==================== block 1
**Block 1: power grid**

Drawn at 3 px/um. Pins as bars on the die edge.
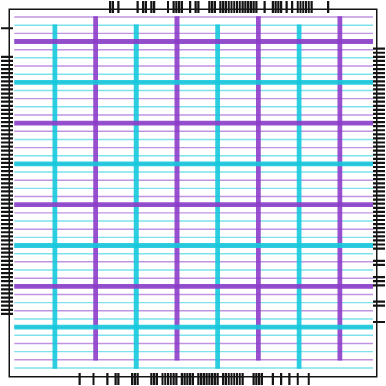
**Block 1: track usage over the die**

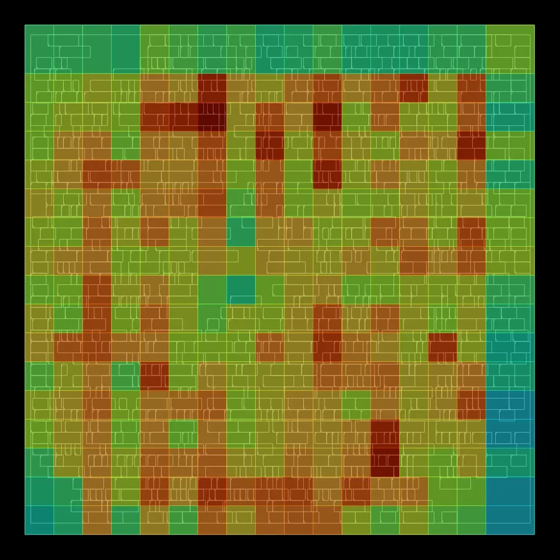
File: src/rtl/v810_bus_ctl.sv
// V810 external bus controller: turns single-cycle core data requests into
// BCYSTn/READYn bus cycles with 16-bit dynamic bus sizing and an ACK pulse.
module v810_bus_ctl (
  input  logic        CLK,
  input  logic        RES,
  input  logic        CE,
  input  logic [31:0] REQ_A,
  input  logic [31:0] REQ_DO,
  input  logic [3:0]  REQ_BEn,
  input  logic [1:0]  REQ_ST,
  input  logic        REQ_MRQn,
  input  logic        REQ_RW,
  output logic [31:0] REQ_DI,
  output logic        ACK,
  output logic        BUSY,
  output logic [31:0] A,
  input  logic [31:0] D_I,
  output logic [31:0] D_O,
  output logic        D_OE,
  output logic [3:0]  BEn,
  output logic [1:0]  ST,
  output logic        BCYSTn,
  output logic        MRQn,
  output logic        RW,
  input  logic        READYn,
  input  logic        SZRQn
);

  typedef enum logic [2:0] {
    S_IDLE,
    S_T1,
    S_T2,
    S_T1H,
    S_T2H,
    S_DONE
  } state_t;

  state_t r_state, w_nstate;

  // Request latch
  logic [31:0] r_la;
  logic [31:0] r_ldo;
  logic [3:0]  r_lben;
  logic        r_lrw;
  logic [15:0] r_lo16;

  // Registered bus outputs
  logic [31:0] r_a, r_do, r_req_di;
  logic [3:0]  r_ben;
  logic [1:0]  r_st;
  logic        r_bcystn, r_mrqn, r_rw, r_doe;

  logic        w_accept, w_sized;
  logic [31:0] w_a, w_do;
  logic [3:0]  w_ben;
  logic [1:0]  w_st;
  logic        w_bcystn, w_mrqn, w_rw, w_doe;

  always_comb begin
    w_accept = ((r_state == S_IDLE) || (r_state == S_DONE)) && !REQ_MRQn;
    w_sized  = !SZRQn && (r_lben[1:0] != 2'b11) && (r_lben[3:2] != 2'b11);
    w_nstate = r_state;
    case (r_state)
      S_IDLE, S_DONE: w_nstate = w_accept ? S_T1 : S_IDLE;
      S_T1:           w_nstate = S_T2;
      S_T2:           if (!READYn) w_nstate = w_sized ? S_T1H : S_DONE;
      S_T1H:          w_nstate = S_T2H;
      S_T2H:          if (!READYn) w_nstate = S_DONE;
      default:        w_nstate = S_IDLE;
    endcase
  end

  // Outputs are computed for the state being entered and registered with it,
  // so A/ST/D_O simply keep whatever they last carried once the bus goes idle.
  always_comb begin
    w_a      = r_a;
    w_do     = r_do;
    w_ben    = r_ben;
    w_st     = r_st;
    w_bcystn = 1'b1;
    w_mrqn   = r_mrqn;
    w_rw     = r_rw;
    w_doe    = r_doe;
    case (w_nstate)
      S_T1: begin
        w_a      = REQ_A;
        w_ben    = REQ_BEn;
        w_st     = REQ_ST;
        w_rw     = REQ_RW;
        w_bcystn = 1'b0;
        w_mrqn   = 1'b0;
        w_doe    = !REQ_RW;
        if (!REQ_RW) w_do = REQ_DO;
      end
      S_T1H: begin
        w_a      = r_la | 32'h0000_0002;
        w_ben    = {2'b11, r_lben[3:2]};
        w_bcystn = 1'b0;
        if (!r_lrw) w_do = {r_ldo[31:16], r_ldo[31:16]};
      end
      S_T2, S_T2H: begin
      end
      default: begin
        w_mrqn = 1'b1;
        w_rw   = 1'b1;
        w_doe  = 1'b0;
        w_ben  = 4'hF;
      end
    endcase
  end

  always_ff @(posedge CLK) begin
    if (RES) begin
      r_state <= S_IDLE;
    end else if (CE) begin
      r_state <= w_nstate;
    end
  end

  always_ff @(posedge CLK) begin
    if (RES) begin
      r_la     <= '0;
      r_ldo    <= '0;
      r_lben   <= '1;
      r_lrw    <= 1'b1;
      r_lo16   <= '0;
      r_a      <= '0;
      r_do     <= '0;
      r_req_di <= '0;
      r_ben    <= '1;
      r_st     <= '0;
      r_bcystn <= 1'b1;
      r_mrqn   <= 1'b1;
      r_rw     <= 1'b1;
      r_doe    <= 1'b0;
    end else if (CE) begin
      r_a      <= w_a;
      r_do     <= w_do;
      r_ben    <= w_ben;
      r_st     <= w_st;
      r_bcystn <= w_bcystn;
      r_mrqn   <= w_mrqn;
      r_rw     <= w_rw;
      r_doe    <= w_doe;
      if (w_accept) begin
        r_la   <= REQ_A;
        r_ldo  <= REQ_DO;
        r_lben <= REQ_BEn;
        r_lrw  <= REQ_RW;
      end
      if ((r_state == S_T2) && !READYn) begin
        if (w_sized)    r_lo16   <= D_I[15:0];
        else if (r_lrw) r_req_di <= D_I;
      end
      if ((r_state == S_T2H) && !READYn && r_lrw) r_req_di <= {D_I[15:0], r_lo16};
    end
  end

  assign REQ_DI = r_req_di;
  assign ACK    = (r_state == S_DONE);
  assign BUSY   = (r_state == S_T1) || (r_state == S_T2) ||
                  (r_state == S_T1H) || (r_state == S_T2H);
  assign A      = r_a;
  assign D_O    = r_do;
  assign D_OE   = r_doe;
  assign BEn    = r_ben;
  assign ST     = r_st;
  assign BCYSTn = r_bcystn;
  assign MRQn   = r_mrqn;
  assign RW     = r_rw;

endmodule
File: config.mk
export PLATFORM = sky130hd
export DESIGN_NAME = v810_bus_ctl
export DESIGN_NICKNAME = d
export VERILOG_FILES = /design/src/rtl/v810_bus_ctl.sv
export SDC_FILE = /design/constraint.sdc
export NUM_CORES = 1
export LEC_CHECK = 0
export CAP_MARGIN = 20
export CORE_UTILIZATION = 51
export DETAILED_ROUTE_END_ITERATION = 6
export HOLD_SLACK_MARGIN = 0.06
export PLACE_DENSITY_LB_ADDON = 0.25
export SLEW_MARGIN = 10
export SYNTH_ARGS = -nofsm -noshare
export SYNTH_HDL_FRONTEND = slang
export SYNTH_SLANG_ARGS = --single-unit
File: constraint.sdc
create_clock -name CLK -period 5.2 [get_ports CLK]
set_input_delay 1.04 -clock CLK [delete_from_list [all_inputs] [get_ports CLK]]
set_output_delay 1.04 -clock CLK [all_outputs]
set_load 0.02 [all_outputs]
==> impl_metrics.env <==
# flow metrics
export IMPL_grt_remaining_overflow=0
export IMPL_top_layer_used="met4"
export IMPL_met2_usage_pct=44.2
export IMPL_endpoint_kind="flip-flop"
export IMPL_critPathBufInv=2
export IMPL_seq_area_share_pct=35.0
export IMPL_grt_pass1_wl_um=31800
export IMPL_root_buffer="clkbuf_16"
export IMPL_logic_family="AND-OR/OR-AND gates"
export IMPL_synthArstFlopShare_pct=0
export IMPL_synth_cells=862
export IMPL_nonClockBufferCount=226
export IMPL_num_vias=6747
export IMPL_finalWorstSetupSlack_ps=1720
export IMPL_p_seq_share_pct=44.0
export IMPL_first_pass_iters=5
export IMPL_max_clock_path_buffers=2
export IMPL_htree_levels=4
export IMPL_via_per_inst=5.53
export IMPL_cts_setup_buffers=0
export IMPL_wl_met2_um=9410
export IMPL_reg2reg_to="D_O[5]$_SDFFE_PP0P_"
export IMPL_peakVddDrop_mv=0.235
export IMPL_xor_area_share_pct=0.238
export IMPL_status="finished, final reports clean"
export IMPL_num_antenna_cells=0
export IMPL_lay_top_count="nand2_1"
## Picture notes: 'power grid' of block 1
legend:
  VSS:
    color: cyan
  VDD:
    color: purple
met4 straps: 8
met1 rails: 44
signal pins: 217

## Picture notes: 'track usage over the die' of block 1
routing usage on met1: 35.0%
Most Used Layer, Global Route: met2
WL/cell: 16.3 um
M3 GR Usage: 6.79%


==================== block 2
**Block 2: routed clock nets over the placement**

Drawn at 8 px/um.
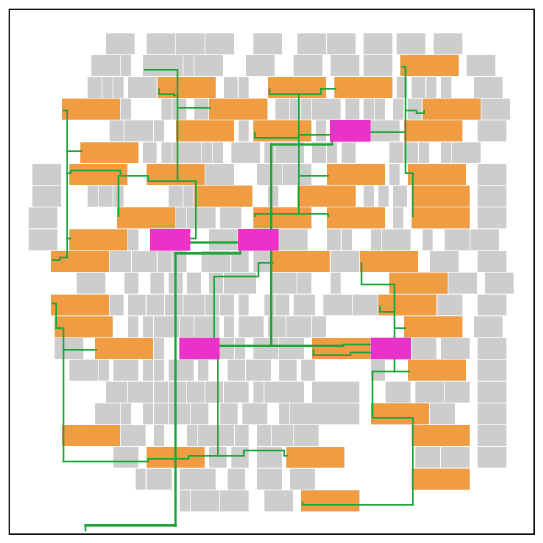
File: config.mk
export PLATFORM = sky130hd
export DESIGN_NAME = eeprom_ctrl
export DESIGN_NICKNAME = d
export VERILOG_FILES = /design/src/rtl/eeprom_pkg.sv /design/src/rtl/eeprom_ctrl.sv
export SDC_FILE = /design/constraint.sdc
export NUM_CORES = 1
export LEC_CHECK = 0
export CAP_MARGIN = 20
export CORE_MARGIN = 2
export CORE_UTILIZATION = 48
export DETAILED_ROUTE_END_ITERATION = 6
export HOLD_SLACK_MARGIN = 0.02
export PLACE_DENSITY = 0.85
export SYNTH_ARGS = -nofsm -noshare
export SYNTH_HDL_FRONTEND = slang
export SYNTH_SLANG_ARGS = --single-unit
File: constraint.sdc
create_clock -name clk -period 5.44 [get_ports clk]
set_clock_uncertainty 0.15 [all_clocks]
set_input_delay 1.088 -clock clk [delete_from_list [all_inputs] [get_ports clk]]
set_output_delay 1.088 -clock clk [all_outputs]
set_load 0.005 [all_outputs]
File: src/rtl/eeprom_pkg.sv
// Shared types and constants for the parallel EEPROM bus master.
// State encoding and pin widths for the AT28C16-style 2Kx8 part.
package eeprom_pkg;

    localparam int EE_ADDR_W = 11;
    localparam int EE_DATA_W = 8;

    typedef enum logic [2:0] {
        S_IDLE      = 3'd0,
        S_RD_SETUP  = 3'd1,
        S_RD_ACCESS = 3'd2,
        S_RD_DONE   = 3'd3,
        S_WR_SETUP  = 3'd4,
        S_WR_PULSE  = 3'd5,
        S_WR_HOLD   = 3'd6,
        S_WR_WAIT   = 3'd7
    } state_t;

    function automatic int max2(input int a, input int b);
        return (a > b) ? a : b;
    endfunction

endpackage

File: src/rtl/eeprom_ctrl.sv
// Single-byte read/write master for an AT28C16-style parallel EEPROM.
// All pin-facing outputs are registered so the strobes are glitch-free.
module eeprom_ctrl
    import eeprom_pkg::*;
#(
    parameter int SETUP_CYC      = 1,
    parameter int READ_CYC       = 2,
    parameter int WE_PULSE_CYC   = 2,
    parameter int WRITE_WAIT_CYC = 16
) (
    input  logic                 clk,
    input  logic                 rst_n,
    input  logic                 req_valid,
    output logic                 req_ready,
    input  logic                 req_we,
    input  logic [EE_ADDR_W-1:0] req_addr,
    input  logic [EE_DATA_W-1:0] req_wdata,
    output logic                 resp_valid,
    output logic [EE_DATA_W-1:0] resp_rdata,
    output logic                 busy,
    output logic                 ee_ce_n,
    output logic                 ee_oe_n,
    output logic                 ee_we_n,
    output logic [EE_ADDR_W-1:0] ee_addr,
    output logic [EE_DATA_W-1:0] ee_data_out,
    output logic                 ee_data_oe,
    input  logic [EE_DATA_W-1:0] ee_data_in
);

    localparam int MAX_CYC = max2(max2(SETUP_CYC, READ_CYC),
                                  max2(WE_PULSE_CYC, WRITE_WAIT_CYC));
    localparam int CNT_W = $clog2(MAX_CYC) + 1;

    localparam logic [CNT_W-1:0] LD_SETUP = CNT_W'(SETUP_CYC - 1);
    localparam logic [CNT_W-1:0] LD_READ  = CNT_W'(READ_CYC - 1);
    localparam logic [CNT_W-1:0] LD_PULSE = CNT_W'(WE_PULSE_CYC - 1);
    localparam logic [CNT_W-1:0] LD_WAIT  = CNT_W'(WRITE_WAIT_CYC - 1);

    state_t           state;
    logic [CNT_W-1:0] cnt;
    logic             cnt_done;

    assign cnt_done = (cnt == '0);
    assign busy     = ~req_ready;

    // Counter is reloaded with (length-1) on every state entry.
    always_ff @(posedge clk) begin
        if (!rst_n) begin
            state       <= S_IDLE;
            cnt         <= '0;
            req_ready   <= 1'b1;
            resp_valid  <= 1'b0;
            resp_rdata  <= '0;
            ee_ce_n     <= 1'b1;
            ee_oe_n     <= 1'b1;
            ee_we_n     <= 1'b1;
            ee_addr     <= '0;
            ee_data_out <= '0;
            ee_data_oe  <= 1'b0;
        end else begin
            resp_valid <= 1'b0;
            unique case (state)
                S_IDLE: begin
                    if (req_valid) begin
                        ee_addr     <= req_addr;
                        ee_data_out <= req_wdata;
                        req_ready   <= 1'b0;
                        ee_ce_n     <= 1'b0;
                        cnt         <= LD_SETUP;
                        if (req_we) begin
                            state      <= S_WR_SETUP;
                            ee_data_oe <= 1'b1;
                        end else begin
                            state <= S_RD_SETUP;
                        end
                    end
                end
                S_RD_SETUP: begin
                    if (cnt_done) begin
                        state   <= S_RD_ACCESS;
                        ee_oe_n <= 1'b0;
                        cnt     <= LD_READ;
                    end else begin
                        cnt <= cnt - 1'b1;
                    end
                end
                S_RD_ACCESS: begin
                    if (cnt_done) begin
                        state      <= S_RD_DONE;
                        resp_rdata <= ee_data_in;
                        resp_valid <= 1'b1;
                        ee_ce_n    <= 1'b1;
                        ee_oe_n    <= 1'b1;
                    end else begin
                        cnt <= cnt - 1'b1;
                    end
                end
                S_RD_DONE: begin
                    state     <= S_IDLE;
                    req_ready <= 1'b1;
                end
                S_WR_SETUP: begin
                    if (cnt_done) begin
                        state   <= S_WR_PULSE;
                        ee_we_n <= 1'b0;
                        cnt     <= LD_PULSE;
                    end else begin
                        cnt <= cnt - 1'b1;
                    end
                end
                S_WR_PULSE: begin
                    if (cnt_done) begin
                        state   <= S_WR_HOLD;
                        ee_we_n <= 1'b1;
                    end else begin
                        cnt <= cnt - 1'b1;
                    end
                end
                // One cycle of data hold after WE rises.
                S_WR_HOLD: begin
                    state      <= S_WR_WAIT;
                    ee_ce_n    <= 1'b1;
                    ee_data_oe <= 1'b0;
                    cnt        <= LD_WAIT;
                end
                S_WR_WAIT: begin
                    if (cnt_done) begin
                        state     <= S_IDLE;
                        req_ready <= 1'b1;
                    end else begin
                        cnt <= cnt - 1'b1;
                    end
                end
                default: begin
                    state <= S_IDLE;
                end
            endcase
        end
    end

endmodule

==> impl_metrics.env <==
# flow metrics
export IMPL_pwr_density_cell_nw_per_um2=494
export IMPL_core_um2=3630
export IMPL_drive_above_1_share_pct=6.64
export IMPL_fillers=304
export IMPL_antenna_found_initial=0
export IMPL_synth_top_area_share_pct=45.3
export IMPL_num_vias=1736
export IMPL_largest_reg_flops=11
export IMPL_cts_setup_buffers=0
export IMPL_status="finished, final reports clean"
export IMPL_yosys_stat_cells=211
export IMPL_drc=0
export IMPL_crit_type="input port to flip-flop"
export IMPL_p_int_uw=777
export IMPL_placed_cell_area_um2=2450
export IMPL_cpPeakStageDelay_ps=770
export IMPL_mux_share_pct=0
export IMPL_top_layer_used="met4"
export IMPL_grtUsageMet3_pct=5.99
export IMPL_slew_viol_final=0
export IMPL_nonClockBufferCount=65
export IMPL_rsz0062_at_grt="no"
export IMPL_wl_met1_um=1900
export IMPL_grt_pass1_wl_um=7290
export IMPL_num_io_pins=65
export IMPL_path_cells="clkdlybuf4s50_1 -> inv_1 -> a31oi_1 -> a22o_1"
export IMPL_nWellTaps=48
## Picture notes: 'routed clock nets over the placement' of block 2
legend:
  flip-flops:
    color: orange
    count: 41
  cells driving clock nets:
    color: magenta
    count: 5
  clock wires:
    color: green
    length: 453 um
flops lie: widely spread
routed clock nets: 6


==================== block 3
**Block 3: routed clock nets over the placement**

Drawn at 4 px/um.
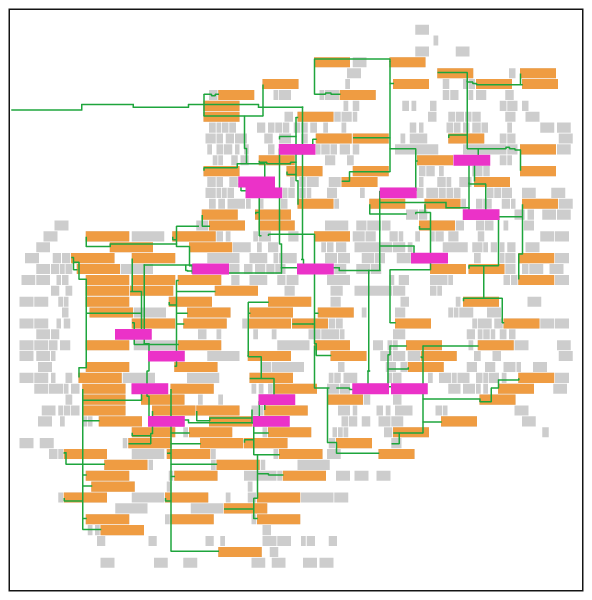
**Block 3: sequential cells colored by netlist name**

Drawn at 3 px/um.
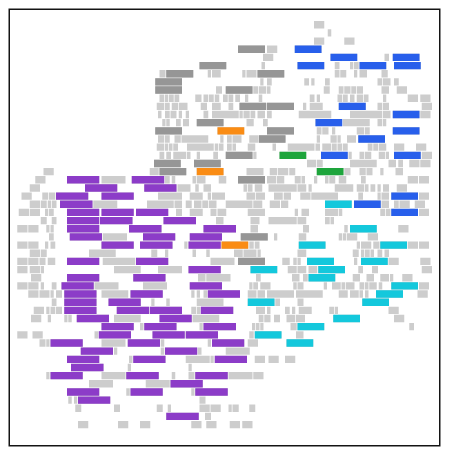
===== config.mk =====
export PLATFORM = sky130hd
export DESIGN_NAME = kernel_result_writer_flat
export DESIGN_NICKNAME = d
export VERILOG_FILES = /design/src/rtl/kernel_result_writer_if.sv /design/src/rtl/kernel_result_writer.sv /design/src/flat_wrapper.sv
export SDC_FILE = /design/constraint.sdc
export NUM_CORES = 1
export LEC_CHECK = 0
export CORE_AREA = 2 2 141 143
export DETAILED_ROUTE_END_ITERATION = 12
export DIE_AREA = 0 0 143 145
export HOLD_SLACK_MARGIN = 0.03
export PLACE_DENSITY_LB_ADDON = 0.25
export REMOVE_ABC_BUFFERS = 1
export SLEW_MARGIN = 10
export SYNTH_ARGS = -nofsm -noshare
export SYNTH_HDL_FRONTEND = slang
export SYNTH_SLANG_ARGS = --single-unit

===== constraint.sdc =====
create_clock -name clk -period 3.95 [get_ports clk]
set_input_delay 0.79 -clock clk [delete_from_list [all_inputs] [get_ports clk]]
set_output_delay 0.79 -clock clk [all_outputs]
set_load 0.02 [all_outputs]

===== src/rtl/kernel_result_writer_if.sv =====
// Pixel stream input and output frame RAM write bus
// for the kernel result writer.
interface kernel_result_writer_if #(
  parameter int DATA_W = 17,
  parameter int ADDR_W = 16
);
  logic              in_valid;
  logic [DATA_W-1:0] in_data;
  logic              in_ready;
  logic [ADDR_W-1:0] wr_address;
  logic [DATA_W-1:0] wr_data;
  logic              wr_en;
  logic              wr_ack;

  modport master (
    output in_valid,
    output in_data,
    output wr_ack,
    input  in_ready,
    input  wr_address,
    input  wr_data,
    input  wr_en
  );

  modport slave (
    input  in_valid,
    input  in_data,
    input  wr_ack,
    output in_ready,
    output wr_address,
    output wr_data,
    output wr_en
  );
endinterface


===== src/rtl/kernel_result_writer.sv =====
// Clamps kernel results, buffers them in a small FIFO
// and writes them row-major into the output frame RAM.
module kernel_result_writer #(
  parameter int IMG_W      = 256,
  parameter int IMG_H      = 256,
  parameter int ADDR_W     = 16,
  parameter int DATA_W     = 17,
  parameter int PIX_MAX    = 255,
  parameter int FIFO_DEPTH = 4
) (
  input  logic              clk,
  input  logic              n_rst,
  input  logic              start,
  kernel_result_writer_if.slave bus,
  output logic              busy,
  output logic              done,
  output logic [ADDR_W:0]   pix_count
);

  localparam int PW = $clog2(FIFO_DEPTH);
  localparam int CW = ADDR_W + 1;
  localparam logic [CW-1:0] TOTAL =
    CW'(IMG_W * IMG_H);
  localparam logic [DATA_W-1:0] MAXV =
    DATA_W'(PIX_MAX);
  localparam logic [ADDR_W-1:0] ADDR_TOP = '1;

  typedef enum logic [1:0] {
    IDLE,
    RUN,
    DONE
  } state_t;

  state_t            state;
  logic [DATA_W-1:0] mem [FIFO_DEPTH];
  logic [PW:0]       wp;
  logic [PW:0]       rp;
  logic [CW-1:0]     acc_cnt;
  logic [CW-1:0]     cnt;
  logic [ADDR_W-1:0] addr;
  logic              run;
  logic              empty;
  logic              full;
  logic              push;
  logic              pop;
  logic              last;
  logic              neg;
  logic              big;
  logic [DATA_W-1:0] clamped;

  assign run   = (state == RUN);
  assign empty = (wp == rp);
  assign full  = (wp[PW] != rp[PW]) &&
                 (wp[PW-1:0] == rp[PW-1:0]);

  // Space freed by a pop is only seen next cycle,
  // keeping wr_ack out of the in_ready path.
  assign bus.in_ready = run && !full &&
                        (acc_cnt < TOTAL);
  assign bus.wr_en    = run && !empty;

  assign push = bus.in_valid && bus.in_ready;
  assign pop  = bus.wr_en && bus.wr_ack;
  assign last = (cnt == TOTAL - CW'(1));

  assign bus.wr_data    = empty ? '0
                        : mem[rp[PW-1:0]];
  assign bus.wr_address = addr;
  assign pix_count      = cnt;
  assign busy           = run;
  assign done           = (state == DONE);

  assign neg = bus.in_data[DATA_W-1];
  assign big = !neg && (bus.in_data > MAXV);

  always_comb begin
    clamped = bus.in_data;
    unique case (1'b1)
      neg:     clamped = '0;
      big:     clamped = MAXV;
      default: clamped = bus.in_data;
    endcase
  end

  always_ff @(posedge clk) begin
    if (push) mem[wp[PW-1:0]] <= clamped;
  end

  always_ff @(posedge clk or negedge n_rst) begin
    if (!n_rst) begin
      state   <= IDLE;
      wp      <= '0;
      rp      <= '0;
      acc_cnt <= '0;
      cnt     <= '0;
      addr    <= '0;
    end else begin
      unique case (state)
        IDLE, DONE: begin
          if (start) begin
            state   <= RUN;
            wp      <= '0;
            rp      <= '0;
            acc_cnt <= '0;
            cnt     <= '0;
            addr    <= '0;
          end
        end
        RUN: begin
          if (push) begin
            wp      <= wp + (PW+1)'(1);
            acc_cnt <= acc_cnt + CW'(1);
          end
          if (pop) begin
            rp  <= rp + (PW+1)'(1);
            cnt <= cnt + CW'(1);
            // Saturate rather than wrap past the top.
            if (addr != ADDR_TOP)
              addr <= addr + ADDR_W'(1);
            if (last) state <= DONE;
          end
        end
        default: state <= IDLE;
      endcase
    end
  end

endmodule


===== src/flat_wrapper.sv =====
// flat-port wrapper written by rule: the top's interface ports become plain ports
module kernel_result_writer_flat 
#(
  parameter int IMG_W      = 256,
  parameter int IMG_H      = 256,
  parameter int ADDR_W     = 16,
  parameter int DATA_W     = 17,
  parameter int PIX_MAX    = 255,
  parameter int FIFO_DEPTH = 4
)
  (clk, n_rst, start, busy, done, pix_count, bus_in_valid, bus_in_data, bus_wr_ack, bus_in_ready, bus_wr_address, bus_wr_data, bus_wr_en);
  kernel_result_writer_if #(.DATA_W(DATA_W), .ADDR_W(ADDR_W)) bus_i ();
  input  logic clk;
  input  logic n_rst;
  input  logic start;
  output logic busy;
  output logic done;
  output logic [ADDR_W:0] pix_count;
  input wire logic [$bits(bus_i.in_valid)-1:0] bus_in_valid;
  input wire logic [$bits(bus_i.in_data)-1:0] bus_in_data;
  input wire logic [$bits(bus_i.wr_ack)-1:0] bus_wr_ack;
  output wire logic [$bits(bus_i.in_ready)-1:0] bus_in_ready;
  output wire logic [$bits(bus_i.wr_address)-1:0] bus_wr_address;
  output wire logic [$bits(bus_i.wr_data)-1:0] bus_wr_data;
  output wire logic [$bits(bus_i.wr_en)-1:0] bus_wr_en;
  assign bus_i.in_valid = bus_in_valid;
  assign bus_i.in_data = bus_in_data;
  assign bus_i.wr_ack = bus_wr_ack;
  assign bus_in_ready = bus_i.in_ready;
  assign bus_wr_address = bus_i.wr_address;
  assign bus_wr_data = bus_i.wr_data;
  assign bus_wr_en = bus_i.wr_en;
  kernel_result_writer #(.IMG_W(IMG_W), .IMG_H(IMG_H), .ADDR_W(ADDR_W), .DATA_W(DATA_W), .PIX_MAX(PIX_MAX), .FIFO_DEPTH(FIFO_DEPTH)) u_core (.clk(clk), .n_rst(n_rst), .start(start), .bus(bus_i), .busy(busy), .done(done), .pix_count(pix_count));
endmodule

==> impl_metrics.env <==
# flow metrics
export IMPL_fmax_ghz=0.306
export IMPL_largestPowerGroup="combinational cells"
export IMPL_clock_sinks=122
export IMPL_simple_gate_share_pct=14.0
export IMPL_mux_share_pct=7.23
export IMPL_area_growth_pct=31.4
export IMPL_p_seq_share_pct=33.6
export IMPL_top_area_cell_class="registers"
export IMPL_num_vias=4039
export IMPL_drc=0
export IMPL_fp_util_pct=29.6
export IMPL_wl_met3_um=498
export IMPL_slew_viol_final=0
export IMPL_numCtsBuffers=17
export IMPL_fin_cells=860
export IMPL_wl_per_cell_um=14.9
export IMPL_netlist_top_cell_by_area="edfxtp_1"
export IMPL_wl_met2_um=6170
export IMPL_status="finished, final reports clean"
export IMPL_rr_startpoint="u_core.state[0]$_DFFE_PN0P_"
export IMPL_cp_num_cells=4
export IMPL_grt_pass1_vias=3897
About 'routed clock nets over the placement' of block 3:
legend:
  flip-flops:
    color: orange
    count: 122
  cells driving clock nets:
    color: magenta
    count: 17
  clock wires:
    color: green
    length: 1,600 um
routed clock nets: 18
flops lie: widely spread

About 'sequential cells colored by netlist name' of block 3:
legend:
  u_core.state:
    color: green
    sequential_cells: 2
  u_core.mem:
    color: purple
    sequential_cells: 64
  u_core.bus.wr_address:
    color: blue
    sequential_cells: 16
  u_core.pix_count:
    color: cyan
    sequential_cells: 17
    where: middle right
  u_core.wp:
    color: orange
    sequential_cells: 3
not colored: 20


==================== block 4
**Block 4: routed clock nets over the placement**

Drawn at 2 px/um.
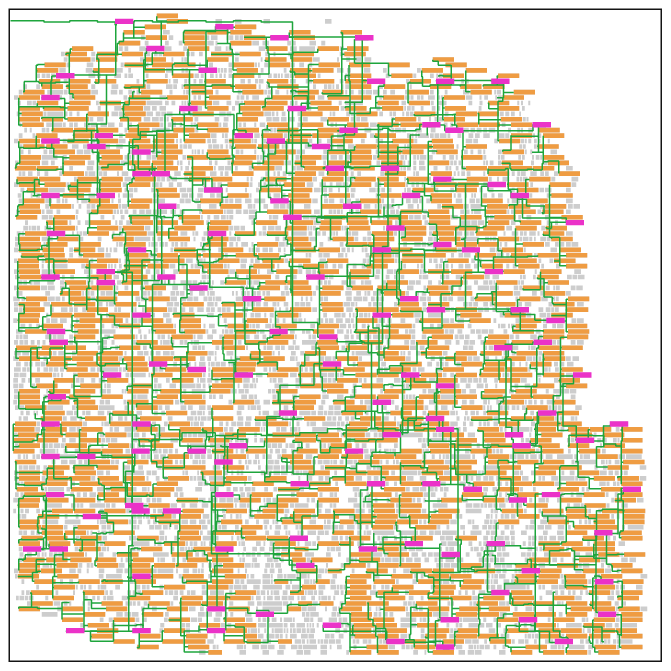
**Block 4: power grid**

Drawn at 1 px/um. Pins as bars on the die edge.
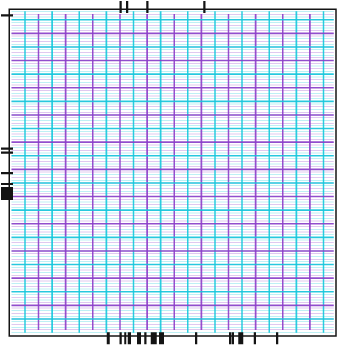
$ cat src/rtl/phy_free_list.sv
// Circular free list of physical register tags for rename, with a head-pointer
// checkpoint per branch page so a mispredict restore returns squashed tags.
module phy_free_list #(
    parameter int PHYS_W    = 8,
    parameter int ARCH_REGS = 32,
    parameter int DEPTH     = 128,
    parameter int PAGES     = 32
) (
    input  logic              clk,
    input  logic              reset,
    input  logic              exception_sig,
    input  logic              mret_sig,
    input  logic              alloc_req,
    input  logic              if_id_flush,
    output logic [PHYS_W-1:0] alloc_phy,
    output logic              alloc_valid,
    input  logic              release_valid,
    input  logic [PHYS_W-1:0] release_phy,
    input  logic              save_state,
    input  logic [4:0]        save_page,
    input  logic              restore_state,
    input  logic [4:0]        restore_page,
    output logic [7:0]        free_count,
    output logic              overflow_err
);

    localparam int IDX_W = $clog2(DEPTH);
    localparam int PTR_W = IDX_W + 1;

    logic [PHYS_W-1:0] mem  [DEPTH];
    logic [PTR_W-1:0]  ckpt [PAGES];
    logic [PTR_W-1:0]  head;
    logic [PTR_W-1:0]  tail;
    logic [PTR_W-1:0]  eh;
    logic [PTR_W-1:0]  count;
    logic              init;
    logic              pop;
    logic              save;
    logic              push;
    logic              full;

    assign init = reset | exception_sig | mret_sig;

    // A restore redirects this cycle's allocation to the checkpointed head.
    assign eh          = restore_state ? ckpt[restore_page] : head;
    assign alloc_phy   = mem[eh[IDX_W-1:0]];
    assign alloc_valid = (tail != eh);

    assign pop  = alloc_req & alloc_valid & (restore_state | ~if_id_flush);
    assign save = save_state & ~restore_state & ~if_id_flush;
    assign push = release_valid & (release_phy != {PHYS_W{1'b1}});

    // Fullness uses the registered pointers; a same-cycle pop does not free a slot.
    assign count      = tail - head;
    assign full       = (count >= PTR_W'(DEPTH));
    assign free_count = 8'(count);

    always_ff @(posedge clk) begin
        if (init) begin
            for (int i = 0; i < DEPTH; i++) begin
                mem[i] <= PHYS_W'(ARCH_REGS + i);
            end
            for (int p = 0; p < PAGES; p++) begin
                ckpt[p] <= '0;
            end
            head         <= '0;
            tail         <= PTR_W'(DEPTH);
            overflow_err <= 1'b0;
        end else begin
            head <= pop ? eh + PTR_W'(1) : eh;
            if (save) begin
                ckpt[save_page] <= head;
            end
            if (push && !full) begin
                mem[tail[IDX_W-1:0]] <= release_phy;
                tail                 <= tail + PTR_W'(1);
            end else if (push) begin
                overflow_err <= 1'b1;
            end
        end
    end

endmodule

$ cat config.mk
export PLATFORM = sky130hd
export DESIGN_NAME = phy_free_list
export DESIGN_NICKNAME = d
export VERILOG_FILES = /design/src/rtl/phy_free_list.sv
export SDC_FILE = /design/constraint.sdc
export NUM_CORES = 2
export LEC_CHECK = 0
export ABC_CLOCK_PERIOD_IN_PS = 10700
export CAP_MARGIN = 0
export CORE_UTILIZATION = 60
export CTS_CLUSTER_SIZE = 28
export DETAILED_ROUTE_END_ITERATION = 10
export PLACE_DENSITY = 0.77
export SYNTH_ARGS = -nofsm -noshare
export SYNTH_HDL_FRONTEND = slang
export SYNTH_SLANG_ARGS = --single-unit
$ cat constraint.sdc
create_clock -name clk -period 10.7 [get_ports clk]
set_clock_uncertainty 0.15 [all_clocks]
set_input_delay 1.07 -clock clk [delete_from_list [all_inputs] [get_ports clk]]
set_output_delay 1.07 -clock clk [all_outputs]
set_load 0.02 [all_outputs]
==> impl_metrics.env <==
# flow metrics
export IMPL_cp_start_kind="input port"
export IMPL_ctsHoldBuffers=0
export IMPL_combPwrFrac_pct=10.3
export IMPL_regMostFlops="mem"
export IMPL_ff_type="edfxtp_1"
export IMPL_hold_path_depth=2
export IMPL_antenna_found_initial=9
export IMPL_fin_cells=6387
export IMPL_status="finished, final reports clean"
export IMPL_largestPowerGroup="sequential cells"
export IMPL_first_pass_iters=8
export IMPL_wl_met2_um=85700
export IMPL_grt_busiest_layer="met2"
export IMPL_cp_endpoint="alloc_phy[7]"
export IMPL_fin_util_pct=65.9
export IMPL_flop_count=1297
export IMPL_hold_slack_ps=332
export IMPL_rsz0062_at_grt="no"
export IMPL_port_buffers=44
export IMPL_routed_wl_um=191000
export IMPL_cp_data_required_time_ps=9480
export IMPL_r2r_slack_ps=4410
## Picture notes: 'routed clock nets over the placement' of block 4
legend:
  clock wires:
    color: green
    length: 15,000 um
  flip-flops:
    color: orange
    count: 1,297
  cells driving clock nets:
    color: magenta
    count: 134
routed clock nets: 135
flops lie: widely spread

## Picture notes: 'power grid' of block 4
legend:
  VDD:
    color: purple
  VSS:
    color: cyan
rows: 118
signal pins: 45



==> layout pictures side by side <==
Sequential cells colored by netlist name.
panel A
Drawn at 4 px/um.
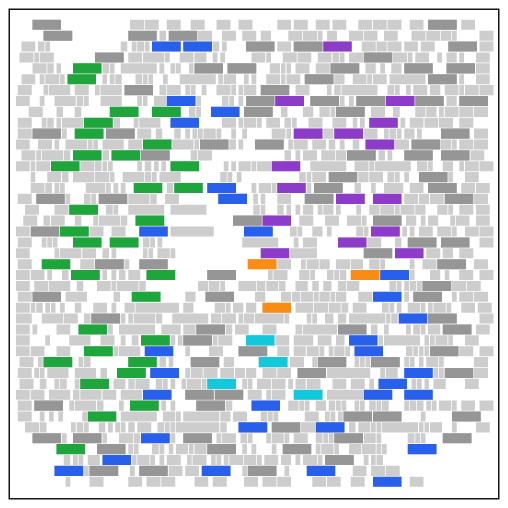
panel B
Drawn at 8 px/um.
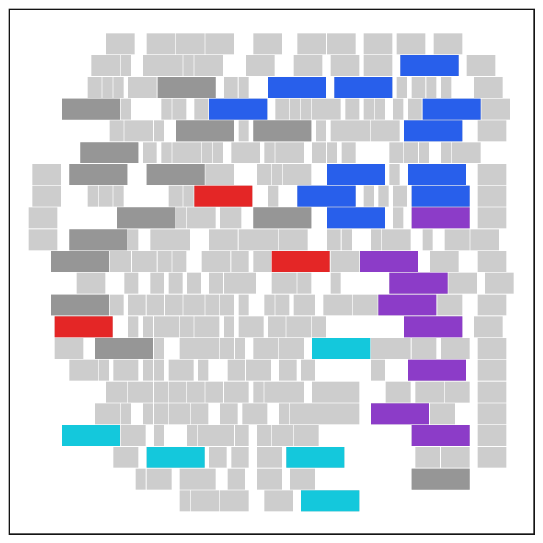
panel C
Drawn at 1.5 px/um.
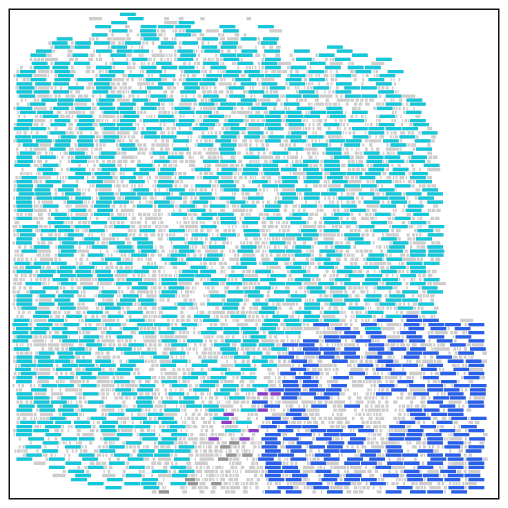
- most cells: panel C
- fewest sequential cells: panel B
| from | picture |
|---|---|
| block 4 | panel C |
| block 2 | panel B |
| block 1 | panel A |

